######## mux_arb_n ########
Figure 1. Nets reached from selected ports (mux_arb_n).
Scale: 3 px per um.
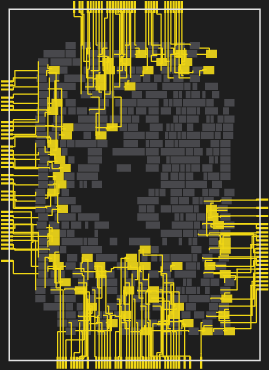

--- src/rtl/mux_arb_pkg.sv ---
// Shared types and helpers for the N-input selector/arbiter.
// Mode encoding and one-hot to index conversion used by the round-robin arbiter.
package mux_arb_pkg;

  typedef enum logic {MODE_FIXED = 1'b0, MODE_RR = 1'b1} mux_mode_t;

  // Widest one-hot vector the helper accepts; callers zero-extend into it.
  localparam int MAX_N = 64;

  function automatic int onehot2idx(input logic [MAX_N-1:0] oh);
    int idx;
    idx = 0;
    for (int i = 0; i < MAX_N; i++) begin
      if (oh[i]) idx = i;
    end
    return idx;
  endfunction

endpackage

--- src/rtl/mux_arb_n_rr_arbiter.sv ---
// Combinational round-robin arbiter: picks the first requester at or after rr_ptr,
// wrapping from N_IN-1 back to 0.
module rr_arbiter
  import mux_arb_pkg::*;
#(
  parameter int N_IN  = 4,
  parameter int SEL_W = $clog2(N_IN)
) (
  input  logic [N_IN-1:0]  in_valid,
  input  logic [SEL_W-1:0] rr_ptr,
  output logic             grant_valid,
  output logic [SEL_W-1:0] grant_idx
);

  logic [N_IN-1:0] w_grant_oh;

  always_comb begin
    int  k;
    logic found;
    k          = 0;
    found      = 1'b0;
    w_grant_oh = '0;
    for (int i = 0; i < N_IN; i++) begin
      k = int'(rr_ptr) + i;
      if (k >= N_IN) k = k - N_IN;
      if (!found && in_valid[k]) begin
        w_grant_oh[k] = 1'b1;
        found         = 1'b1;
      end
    end
  end

  assign grant_valid = |in_valid;
  assign grant_idx   = SEL_W'(onehot2idx(MAX_N'(w_grant_oh)));

endmodule

--- src/rtl/mux_arb_n.sv ---
// N-input WIDTH-bit selector with fixed-select or round-robin grant and a
// one-entry registered output stage.
module mux_arb_n
  import mux_arb_pkg::*;
#(
  parameter int WIDTH = 32,
  parameter int N_IN  = 4,
  parameter int SEL_W = $clog2(N_IN)
) (
  input  logic                  clk,
  input  logic                  reset_n,
  input  logic                  mode,
  input  logic [SEL_W-1:0]      sel,
  input  logic [N_IN-1:0]       in_valid,
  input  logic [N_IN*WIDTH-1:0] in_data,
  output logic [N_IN-1:0]       in_ready,
  output logic                  out_valid,
  output logic [WIDTH-1:0]      out_data,
  output logic [SEL_W-1:0]      out_src,
  input  logic                  out_ready
);

  // Handshake: a beat moves on any edge where valid & ready are both high on
  // that side; valid may not depend on ready, and a source holds valid/data
  // until it is accepted. The output register refills in the same cycle it drains.

  localparam int NPAD = 1 << SEL_W;

  logic               r_out_valid;
  logic [WIDTH-1:0]   r_out_data;
  logic [SEL_W-1:0]   r_out_src;
  logic [SEL_W-1:0]   r_rr_ptr;

  mux_mode_t          w_mode;
  logic               w_load_en;
  logic               w_rr_valid;
  logic [SEL_W-1:0]   w_rr_idx;
  logic [NPAD-1:0]    w_valid_pad;
  logic               w_grant_valid;
  logic [SEL_W-1:0]   w_grant_idx;
  logic               w_xfer;
  logic [WIDTH-1:0]   w_sel_data;

  assign w_mode    = mux_mode_t'(mode);
  assign w_load_en = ~r_out_valid | out_ready;

  rr_arbiter #(.N_IN(N_IN), .SEL_W(SEL_W)) u_rr_arbiter (
    .in_valid    (in_valid),
    .rr_ptr      (r_rr_ptr),
    .grant_valid (w_rr_valid),
    .grant_idx   (w_rr_idx)
  );

  // Padding to a power of two makes out-of-range sel values see a zero request.
  assign w_valid_pad = NPAD'(in_valid);

  always_comb begin
    w_grant_valid = 1'b0;
    w_grant_idx   = '0;
    if (w_mode == MODE_RR) begin
      w_grant_valid = w_rr_valid;
      w_grant_idx   = w_rr_idx;
    end else begin
      w_grant_valid = w_valid_pad[sel];
      w_grant_idx   = sel;
    end
  end

  assign w_xfer     = reset_n & w_load_en & w_grant_valid;
  assign in_ready   = w_xfer ? (N_IN'(1) << w_grant_idx) : '0;
  assign w_sel_data = in_data[int'(w_grant_idx)*WIDTH +: WIDTH];

  always_ff @(posedge clk) begin
    if (!reset_n) begin
      r_out_valid <= 1'b0;
      r_out_data  <= '0;
      r_out_src   <= '0;
      r_rr_ptr    <= '0;
    end else begin
      if (w_load_en) begin
        r_out_valid <= w_xfer;
        if (w_xfer) begin
          r_out_data <= w_sel_data;
          r_out_src  <= w_grant_idx;
        end
      end
      if (w_xfer && (w_mode == MODE_RR)) begin
        r_rr_ptr <= (int'(w_grant_idx) == N_IN-1) ? '0 : w_grant_idx + SEL_W'(1);
      end
    end
  end

  assign out_valid = r_out_valid;
  assign out_data  = r_out_data;
  assign out_src   = r_out_src;

endmodule
--- config.mk ---
export PLATFORM = sky130hd
export DESIGN_NAME = mux_arb_n
export DESIGN_NICKNAME = d
export VERILOG_FILES = /design/src/rtl/mux_arb_pkg.sv /design/src/rtl/mux_arb_n_rr_arbiter.sv /design/src/rtl/mux_arb_n.sv
export SDC_FILE = /design/constraint.sdc
export NUM_CORES = 1
export LEC_CHECK = 0
export CORE_ASPECT_RATIO = 1.5
export CORE_MARGIN = 8
export CORE_UTILIZATION = 39
export DETAILED_ROUTE_END_ITERATION = 8
export PLACE_DENSITY = 0.87
export SYNTH_ARGS = -nofsm -noshare
export SYNTH_HDL_FRONTEND = slang
export SYNTH_SLANG_ARGS = --single-unit
--- constraint.sdc ---
create_clock -name clk -period 8.19 [get_ports clk]
set_input_delay 1.638 -clock clk [delete_from_list [all_inputs] [get_ports clk]]
set_output_delay 1.638 -clock clk [all_outputs]
set_load 0.03 [all_outputs]
######## gshare_predictor ########
`config.mk`:
```
export PLATFORM = sky130hd
export DESIGN_NAME = gshare_predictor
export DESIGN_NICKNAME = d
export VERILOG_FILES = /design/src/rtl/core101_ifu_pkg.sv /design/src/rtl/pred_counter_table.sv /design/src/rtl/gshare_predictor.sv
export SDC_FILE = /design/constraint.sdc
export NUM_CORES = 2
export LEC_CHECK = 0
export CORE_ASPECT_RATIO = 0.6
export CORE_MARGIN = 8
export CORE_UTILIZATION = 45
export DETAILED_ROUTE_END_ITERATION = 7
export GPL_ROUTABILITY_DRIVEN = 0
export PLACE_DENSITY = 0.57
export SLEW_MARGIN = 20
export SYNTH_ARGS = -nofsm -noshare
export SYNTH_HDL_FRONTEND = slang
export SYNTH_HIERARCHICAL = 1
export SYNTH_SLANG_ARGS = --single-unit
```
`constraint.sdc`:
```
create_clock -name clock_in -period 104.6 [get_ports clock_in]
set_input_delay 10.46 -clock clock_in [delete_from_list [all_inputs] [get_ports clock_in]]
set_output_delay 10.46 -clock clock_in [all_outputs]
set_load 0.01 [all_outputs]
```
`src/rtl/core101_ifu_pkg.sv`:
```
// core101_ifu_pkg: opcode constants, predictor FSM states and immediate
// extraction shared by the IFU branch-prediction blocks.
package core101_ifu_pkg;

    localparam logic [4:0] OPC_BRANCH = 5'b11000;
    localparam logic [4:0] OPC_JAL    = 5'b11011;

    typedef enum logic {
        PRED_CLEAR = 1'b0,
        PRED_READY = 1'b1
    } pred_state_e;

    function automatic logic [31:0] imm_b(input logic [31:0] ins);
        return {{19{ins[31]}}, ins[31], ins[7], ins[30:25], ins[11:8], 1'b0};
    endfunction

    function automatic logic [31:0] imm_j(input logic [31:0] ins);
        return {{11{ins[31]}}, ins[31], ins[19:12], ins[20], ins[30:21], 1'b0};
    endfunction

endpackage

```
`src/rtl/pred_counter_table.sv`:
```
// pred_counter_table: saturating-counter pattern table with one async read
// port, one update port and a sequential clear that gates ready_out.
module pred_counter_table
    import core101_ifu_pkg::*;
#(
    parameter int IDX_W = 10,
    parameter int CTR_W = 2
) (
    input  logic             clock_in,
    input  logic             reset_in,
    input  logic             clear_in,
    input  logic [IDX_W-1:0] rd_index_in,
    output logic [CTR_W-1:0] rd_ctr_out,
    input  logic             wr_en_in,
    input  logic [IDX_W-1:0] wr_index_in,
    input  logic             wr_taken_in,
    output logic             ready_out
);

    localparam int DEPTH = 2 ** IDX_W;
    localparam logic [CTR_W-1:0] CTR_INIT = CTR_W'((1 << (CTR_W - 1)) - 1);
    localparam logic [CTR_W-1:0] CTR_MAX  = '1;

    pred_state_e      state_q;
    logic [IDX_W-1:0] clr_ptr_q;
    logic [CTR_W-1:0] mem_q [DEPTH];
    logic [CTR_W-1:0] wr_old;
    logic [CTR_W-1:0] wr_new;

    assign rd_ctr_out = mem_q[rd_index_in];
    assign ready_out  = state_q == PRED_READY;
    assign wr_old     = mem_q[wr_index_in];
    assign wr_new     = wr_taken_in ? (wr_old == CTR_MAX ? wr_old : wr_old + 1'b1)
                                    : (wr_old == '0 ? wr_old : wr_old - 1'b1);

    // Storage is left unreset: the clear sweep initialises it before ready_out rises.
    always_ff @(posedge clock_in) begin
        if (state_q == PRED_CLEAR)
            mem_q[clr_ptr_q] <= CTR_INIT;
        else if (wr_en_in)
            mem_q[wr_index_in] <= wr_new;
    end

    always_ff @(posedge clock_in or negedge reset_in) begin
        if (!reset_in) begin
            state_q   <= PRED_CLEAR;
            clr_ptr_q <= '0;
        end else if (clear_in) begin
            state_q   <= PRED_CLEAR;
            clr_ptr_q <= '0;
        end else if (state_q == PRED_CLEAR) begin
            clr_ptr_q <= clr_ptr_q + 1'b1;
            if (&clr_ptr_q)
                state_q <= PRED_READY;
        end
    end

endmodule

```
`src/rtl/gshare_predictor.sv`:
```
// gshare_predictor: bimodal/gshare direction predictor with B/JAL target
// generation and a speculative global history restored on mispredict.
module gshare_predictor
    import core101_ifu_pkg::*;
#(
    parameter int IDX_W  = 10,
    parameter int CTR_W  = 2,
    parameter int HIST_W = 8,
    parameter int MODE   = 1
) (
    input  logic              clock_in,
    input  logic              reset_in,
    input  logic              clear_in,
    input  logic              fetch_valid_in,
    input  logic [31:0]       ins_data_in,
    input  logic [31:0]       pc_addr_in,
    input  logic              feedback_enable_in,
    input  logic              taken_branch_in,
    input  logic              mispredict_in,
    input  logic [IDX_W-1:0]  fb_index_in,
    input  logic [HIST_W-1:0] fb_ghr_in,
    output logic              taken_pred_out,
    output logic [31:0]       pred_pc_out,
    output logic [IDX_W-1:0]  pred_index_out,
    output logic [HIST_W-1:0] pred_ghr_out,
    output logic              ready_out
);

    logic [HIST_W-1:0] ghr_q, ghr_d;
    logic [IDX_W-1:0]  base_idx;
    logic [CTR_W-1:0]  ctr;
    logic              is_br, is_jal;

    assign base_idx       = pc_addr_in[IDX_W+1:2];
    assign pred_index_out = MODE != 0 ? base_idx ^ IDX_W'(ghr_q) : base_idx;
    assign pred_ghr_out   = ghr_q;
    assign is_br          = fetch_valid_in && ready_out && ins_data_in[6:2] == OPC_BRANCH;
    assign is_jal         = fetch_valid_in && ready_out && ins_data_in[6:2] == OPC_JAL;
    assign taken_pred_out = is_br ? ctr[CTR_W-1] : is_jal;
    assign pred_pc_out    = !taken_pred_out ? '0
                          : is_jal ? pc_addr_in + imm_j(ins_data_in)
                          : pc_addr_in + imm_b(ins_data_in);

    // Shifting via truncating cast keeps HIST_W=1 legal (history becomes the new bit).
    always_comb begin
        ghr_d = clear_in ? '0
              : !ready_out ? ghr_q
              : feedback_enable_in && mispredict_in ? HIST_W'({fb_ghr_in, taken_branch_in})
              : is_br ? HIST_W'({ghr_q, taken_pred_out})
              : ghr_q;
    end

    always_ff @(posedge clock_in or negedge reset_in) begin
        if (!reset_in)
            ghr_q <= '0;
        else
            ghr_q <= ghr_d;
    end

    pred_counter_table #(
        .IDX_W(IDX_W),
        .CTR_W(CTR_W)
    ) u_table (
        .clock_in    (clock_in),
        .reset_in    (reset_in),
        .clear_in    (clear_in),
        .rd_index_in (pred_index_out),
        .rd_ctr_out  (ctr),
        .wr_en_in    (feedback_enable_in),
        .wr_index_in (fb_index_in),
        .wr_taken_in (taken_branch_in),
        .ready_out   (ready_out)
    );

endmodule

```
######## tdm_demux_4ch ########
`src/rtl/tdm_demux_4ch.sv`:
```
// tdm_demux_4ch: splits a 4-slot TDM beat stream into lanes a..d.
// Whole frames only; in_sync realigns the stream to slot 0.
//
// Ports:
//   clk, rst_n   clock, async active-low reset
//   in_valid     beat on x this cycle
//   in_sync      beat is slot 0 (only when in_valid)
//   x            data beat, W bits
//   a, b, c, d   lane outputs, slots 0..3
//   frame_valid  1-cycle pulse after a frame completes
//   slot         slot the next unsynced beat takes
//   sync_err     1-cycle pulse, sync seen mid-frame
//   frame_cnt    completed frames, mod 256
module tdm_demux_4ch #(
  parameter int W = 4
) (
  input  logic         clk,
  input  logic         rst_n,
  input  logic         in_valid,
  input  logic         in_sync,
  input  logic [W-1:0] x,
  output logic [W-1:0] a,
  output logic [W-1:0] b,
  output logic [W-1:0] c,
  output logic [W-1:0] d,
  output logic         frame_valid,
  output logic [1:0]   slot,
  output logic         sync_err,
  output logic [7:0]   frame_cnt
);

  logic [1:0]   cnt;
  logic [1:0]   e;
  logic         done;
  logic         err_d;
  logic [W-1:0] s0;
  logic [W-1:0] s1;
  logic [W-1:0] s2;

  assign slot = cnt;

  always_comb begin
    e     = in_sync ? 2'd0 : cnt;
    done  = in_valid && (e == 2'd3);
    err_d = in_valid && in_sync && (cnt != 2'd0);
  end

  always_ff @(posedge clk or negedge rst_n) begin
    if (!rst_n) begin
      cnt         <= 2'd0;
      s0          <= '0;
      s1          <= '0;
      s2          <= '0;
      a           <= '0;
      b           <= '0;
      c           <= '0;
      d           <= '0;
      frame_valid <= 1'b0;
      sync_err    <= 1'b0;
      frame_cnt   <= 8'd0;
    end else begin
      frame_valid <= 1'b0;
      sync_err    <= err_d;
      if (in_valid) begin
        unique case (1'b1)
          done: begin
            a           <= s0;
            b           <= s1;
            c           <= s2;
            d           <= x;
            cnt         <= 2'd0;
            frame_valid <= 1'b1;
            frame_cnt   <= frame_cnt + 8'd1;
          end
          default: begin
            // a sync mid-frame lands here with e=0; stale
            // s1/s2 get rewritten before the frame can close
            unique case (e)
              2'd0:    s0 <= x;
              2'd1:    s1 <= x;
              default: s2 <= x;
            endcase
            cnt <= e + 2'd1;
          end
        endcase
      end
    end
  end

endmodule

```
`config.mk`:
```
export PLATFORM = sky130hd
export DESIGN_NAME = tdm_demux_4ch
export DESIGN_NICKNAME = d
export VERILOG_FILES = /design/src/rtl/tdm_demux_4ch.sv
export SDC_FILE = /design/constraint.sdc
export NUM_CORES = 1
export LEC_CHECK = 0
export ABC_AREA = 1
export CAP_MARGIN = 15
export CORE_AREA = 4 4 66 68
export CTS_BUF_LIST = sky130_fd_sc_hd__clkbuf_16
export DETAILED_ROUTE_END_ITERATION = 8
export DIE_AREA = 0 0 70 72
export PLACE_DENSITY = 0.83
export SYNTH_ARGS = -nofsm -noshare
export SYNTH_HDL_FRONTEND = slang
export SYNTH_SLANG_ARGS = --single-unit
```
`constraint.sdc`:
```
create_clock -name clk -period 1.3 [get_ports clk]
set_input_delay 0.26 -clock clk [delete_from_list [all_inputs] [get_ports clk]]
set_output_delay 0.26 -clock clk [all_outputs]
set_load 0.05 [all_outputs]
```

==> notes/layouts.md <==
Pictures saved along the way, in no particular order.

Pin map.
image #1
Scale: 2 px per um. Pins as bars across the die edge, other pins in gray.
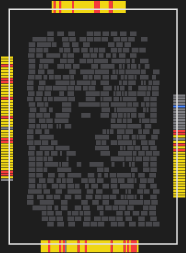
image #2
Scale: 4 px per um. Pins as bars across the die edge, other pins in gray.
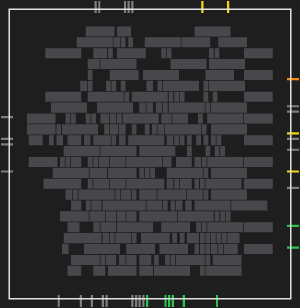
image #3
Scale: 0.5 px per um. Pins as bars across the die edge, other pins in gray.
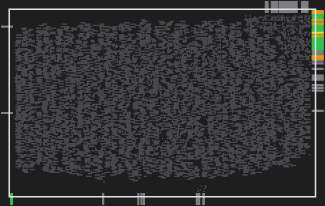
image #1: mux_arb_n
image #2: tdm_demux_4ch
image #3: gshare_predictor
- most pins: image #1
- fewest pins: image #2

Key to image #2:
legend:
  yellow:
    port: `c`
    pins: 4
    direction: output
    edge: 2 north, 2 east
  green:
    port: `frame_cnt`
    pins: 8
    direction: output
    edge: 6 south, 2 east
  orange:
    port: `frame_valid`
    pins: 1
    direction: output
    edge: east

Figure 2. Sequential cells colored by netlist name (tdm_demux_4ch).
Scale: 4 px per um. Other sequential cells in the stronger gray, the rest of the logic in the fainter gray.
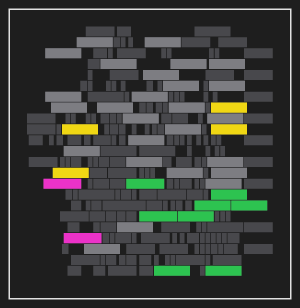
legend:
  yellow:
    signal: `b`
    placed_flops: 4
  green:
    signal: `frame_cnt`
    placed_flops: 8
  magenta:
    signal: `slot`
    placed_flops: 2

==> results_dict.tcl, tdm_demux_4ch <==
# metrics dict for downstream scripts
set metrics [dict create \
    flop_area_mm2 0.00101 \
    lay_top_count "nand2_1" \
    wire_per_inst_um 13.7 \
    synth.top_cell.area_share 0.624 \
    slowest_delay_ns 0.40 \
    clock_power_w 0.00135 \
    critPathCaptureType "flip-flop" \
    simple_gate_share 0.212 \
    p_leak_nw 1.33 \
    status "finished, violations left" \
    max_freq_mhz 752 \
    violations "setup timing" \
    drive_gt1_frac 0.316 \
    setup_viol 5 \
    worst_slack_ns -0.0307 \
    num_rows 23 \
    p_int_w 0.00360 \
    edf_count 0 \
    reg2reg_to "s1[3]$_DFFE_PN0P_" \
    lay_top_cells "nand2_1 (72), dfrtp_1 (36), buf_12 (29)" \
]
tdm_demux_4ch: critical path: cells and delay by family, from the launching register on:
family	cells	cell delay, ns
buf+inv	1	0.08
fa+ha+maj	1	0.19
compound gates	1	0.10
flops	1	0.40
simple gates	4	0.43
tdm_demux_4ch: flip-flops by register name (all words and copies together) (netlist names):
signal,cells
sync_err,1
frame_cnt,8
s2,4
b,4
slot,2
frame_valid,1
s1,4
d,4
s0,4
c,4
a,4
tdm_demux_4ch: what timing repair did:
item	CTS	global route
pin swaps	3	3
endpoints found under the setup margin	38	30
buffers inserted	0	1
hold buffers	1	0
resized	6	11
hold endpoints to repair	40	0
tdm_demux_4ch: metal layers:
layer	wire, um	vias up	GRT usage
met3	128	10	0.0471
met5	0	-	0
met2	2130	25	0.307
met4	90	0	0.0830
met1	1500	643	0.190
li1	-	645	-
tdm_demux_4ch: final cells by class:
type | count | area share
Clock buffer | 5 | 0.0469
Clock inverter | 3 | 0.0145
Inverter | 18 | 0.0263
Multi-Input combinational cell | 114 | 0.222
Sequential cell | 40 | 0.377
Tap cell | 50 | 0.0235
Timing Repair Buffer | 51 | 0.290
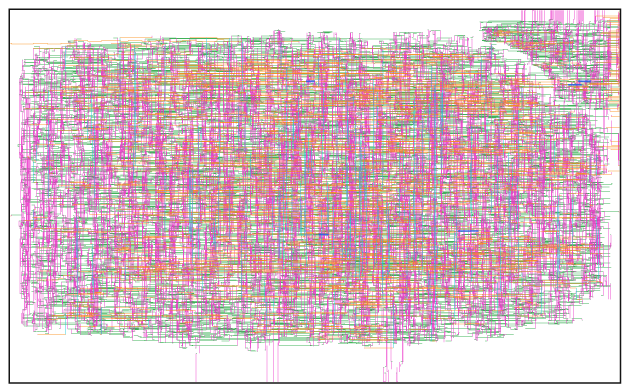
Figure 3: gshare_predictor, routed metal, one color a layer.
Scale: 1 px per um.
legend:
  magenta:
    layer: met2
    wire_length: 132 mm
  blue:
    layer: met5
    wire_length: 58.0 um
  green:
    layer: met1
    wire_length: 135 mm
  orange:
    layer: met3
    wire_length: 44.6 mm
  cyan:
    layer: met4
    wire_length: 8370 um

==> results_dict.tcl, gshare_predictor <==
# metrics dict for downstream scripts
set metrics [dict create \
    seq_power_share 0.517 \
    buf_share 0.0265 \
    reg2reg_depth 16 \
    clkLatencyLatePin_ns 0.86 \
    hp-class "reg2reg" \
    final_area_mm2 0.106 \
    slew_headroom 0.122 \
    nWellTaps 2772 \
    io_buffer_count 137 \
    status "finished clean" \
    hold_depth 2 \
    num-fill-cells 17200 \
    comb_area_frac 0.295 \
    max_freq_mhz 34.0 \
    worst_slack_ns 75.22 \
    syn_area_mm2 0.0952 \
]
## gshare_predictor: worst max-delay path, stage by stage
cell	delay [ns]
clkdlybuf4s50_1	0.66
xor2_4	0.16
buf_4	0.52
buf_4	0.59
buf_4	0.65
buf_4	0.68
mux4_2	0.42
mux4_2	0.55
mux4_2	0.67
mux4_2	0.58
mux2i_1	0.39
a21oi_1	0.30
nand2_1	0.14
a21o_1	0.65
inv_1	0.51
nand2b_1	0.19
mux2i_1	0.09
clkdlybuf4s50_1	0.52
## gshare_predictor: cells in the final DEF, fill, tap and decap left out, types with 58 or more instances in the layout
cell type / instances
mux4_2: 817
nor2_1: 1105
edfxtp_1: 2048
nand2_1: 189
a21oi_1: 82
buf_4: 149
clkbuf_16: 202
o21ai_0: 58
clkdlybuf4s50_1: 131
mux2i_1: 184
## gshare_predictor: state kept, by name, indices dropped and copies added, names as in the netlist
name	flops
pred_ghr_out	8
u_table/clr_ptr_q	10
u_table/mem_q	2048
u_table/ready_out	1
## gshare_predictor: per-layer routing
metal	routed length [um]	vias up	share of wire
li1	-	22700	-
met1	135000	30700	0.42
met2	132000	3923	0.41
met3	44600	495	0.14
met4	8370	10	0.026
met5	57	-	0.00018
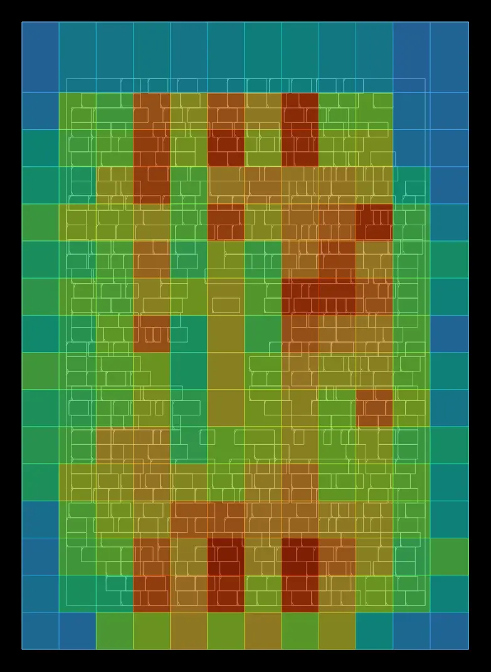
Figure 4: mux_arb_n, routing congestion.
drt wl/cell: 18.0 um
GR Layer Usage met1: 0.180
GRT met3 Usage: 0.0537
GRT busiest layer: met2
grt met2 use: 0.352

Notes on Figure 1 above:
legend:
  yellow:
    port: `in_data`
    direction: input
    end_cells: 64
    buffers: 128
    wire: 3260 um
PortBufs: 176
IO Count: 177

==> results_dict.tcl, mux_arb_n <==
# metrics dict for downstream scripts
set metrics [dict create \
    die_y_um 117 \
    cts_resized 0 \
    crit_fanout 18 \
    wl_met3_um 561 \
    drv_cap 0 \
    status "finished clean" \
    buf_share 0.394 \
    vias 2782 \
    drive_gt1_frac 0.0563 \
    logic_area_mm2 0.00176 \
    crit_family "buffers and inverters" \
    p_sw_w 0.000232 \
    drt_iter0_drc 110 \
    numSynthFlops 37 \
    detail-route-antenna-nets 0 \
]
[mux_arb_n: placed cells by master, fill, tap and decap left out, drive strengths merged]
cell           synthesis  routed
buf                   13       2
bufinv                 0       1
nand2                 23      23
dfxtp                 37      37
or3                    1       1
mux4                   2       2
o21ai                  6       6
or2                    1       1
and4                   1       1
a31oi                  1       1
o31a                   1       1
nand4                  2       2
mux2                   3       3
a211o                  1       1
a22oi                  1       1
o22a                   7       7
and2                   4       4
a2111oi                1       1
a211oi                 2       2
nand2b                 3       3
o21a                   2       2
and3                   1       1
nor2                   1       1
clkbuf                 4       7
a21o                  25      25
nand3                  3       3
ha                    11      11
o22ai                 27      27
clkdlybuf4s50          0     176
nand3b                 5       5
mux2i                 64      64
or3b                   4       4
inv                    7       7
a21oi                 11      11
[mux_arb_n: logic make-up (layout without fill, tap and decap cells)]
family	after synthesis	count (layout)	share of synthesized area
AND-OR/OR-AND	85	85	0.234
adder cells (fa/ha/maj)	11	11	0.0523
buffers and inverters	24	193	0.0542
flip-flops	37	37	0.282
multiplexers	69	69	0.273
AND/OR/NAND/NOR	49	49	0.105

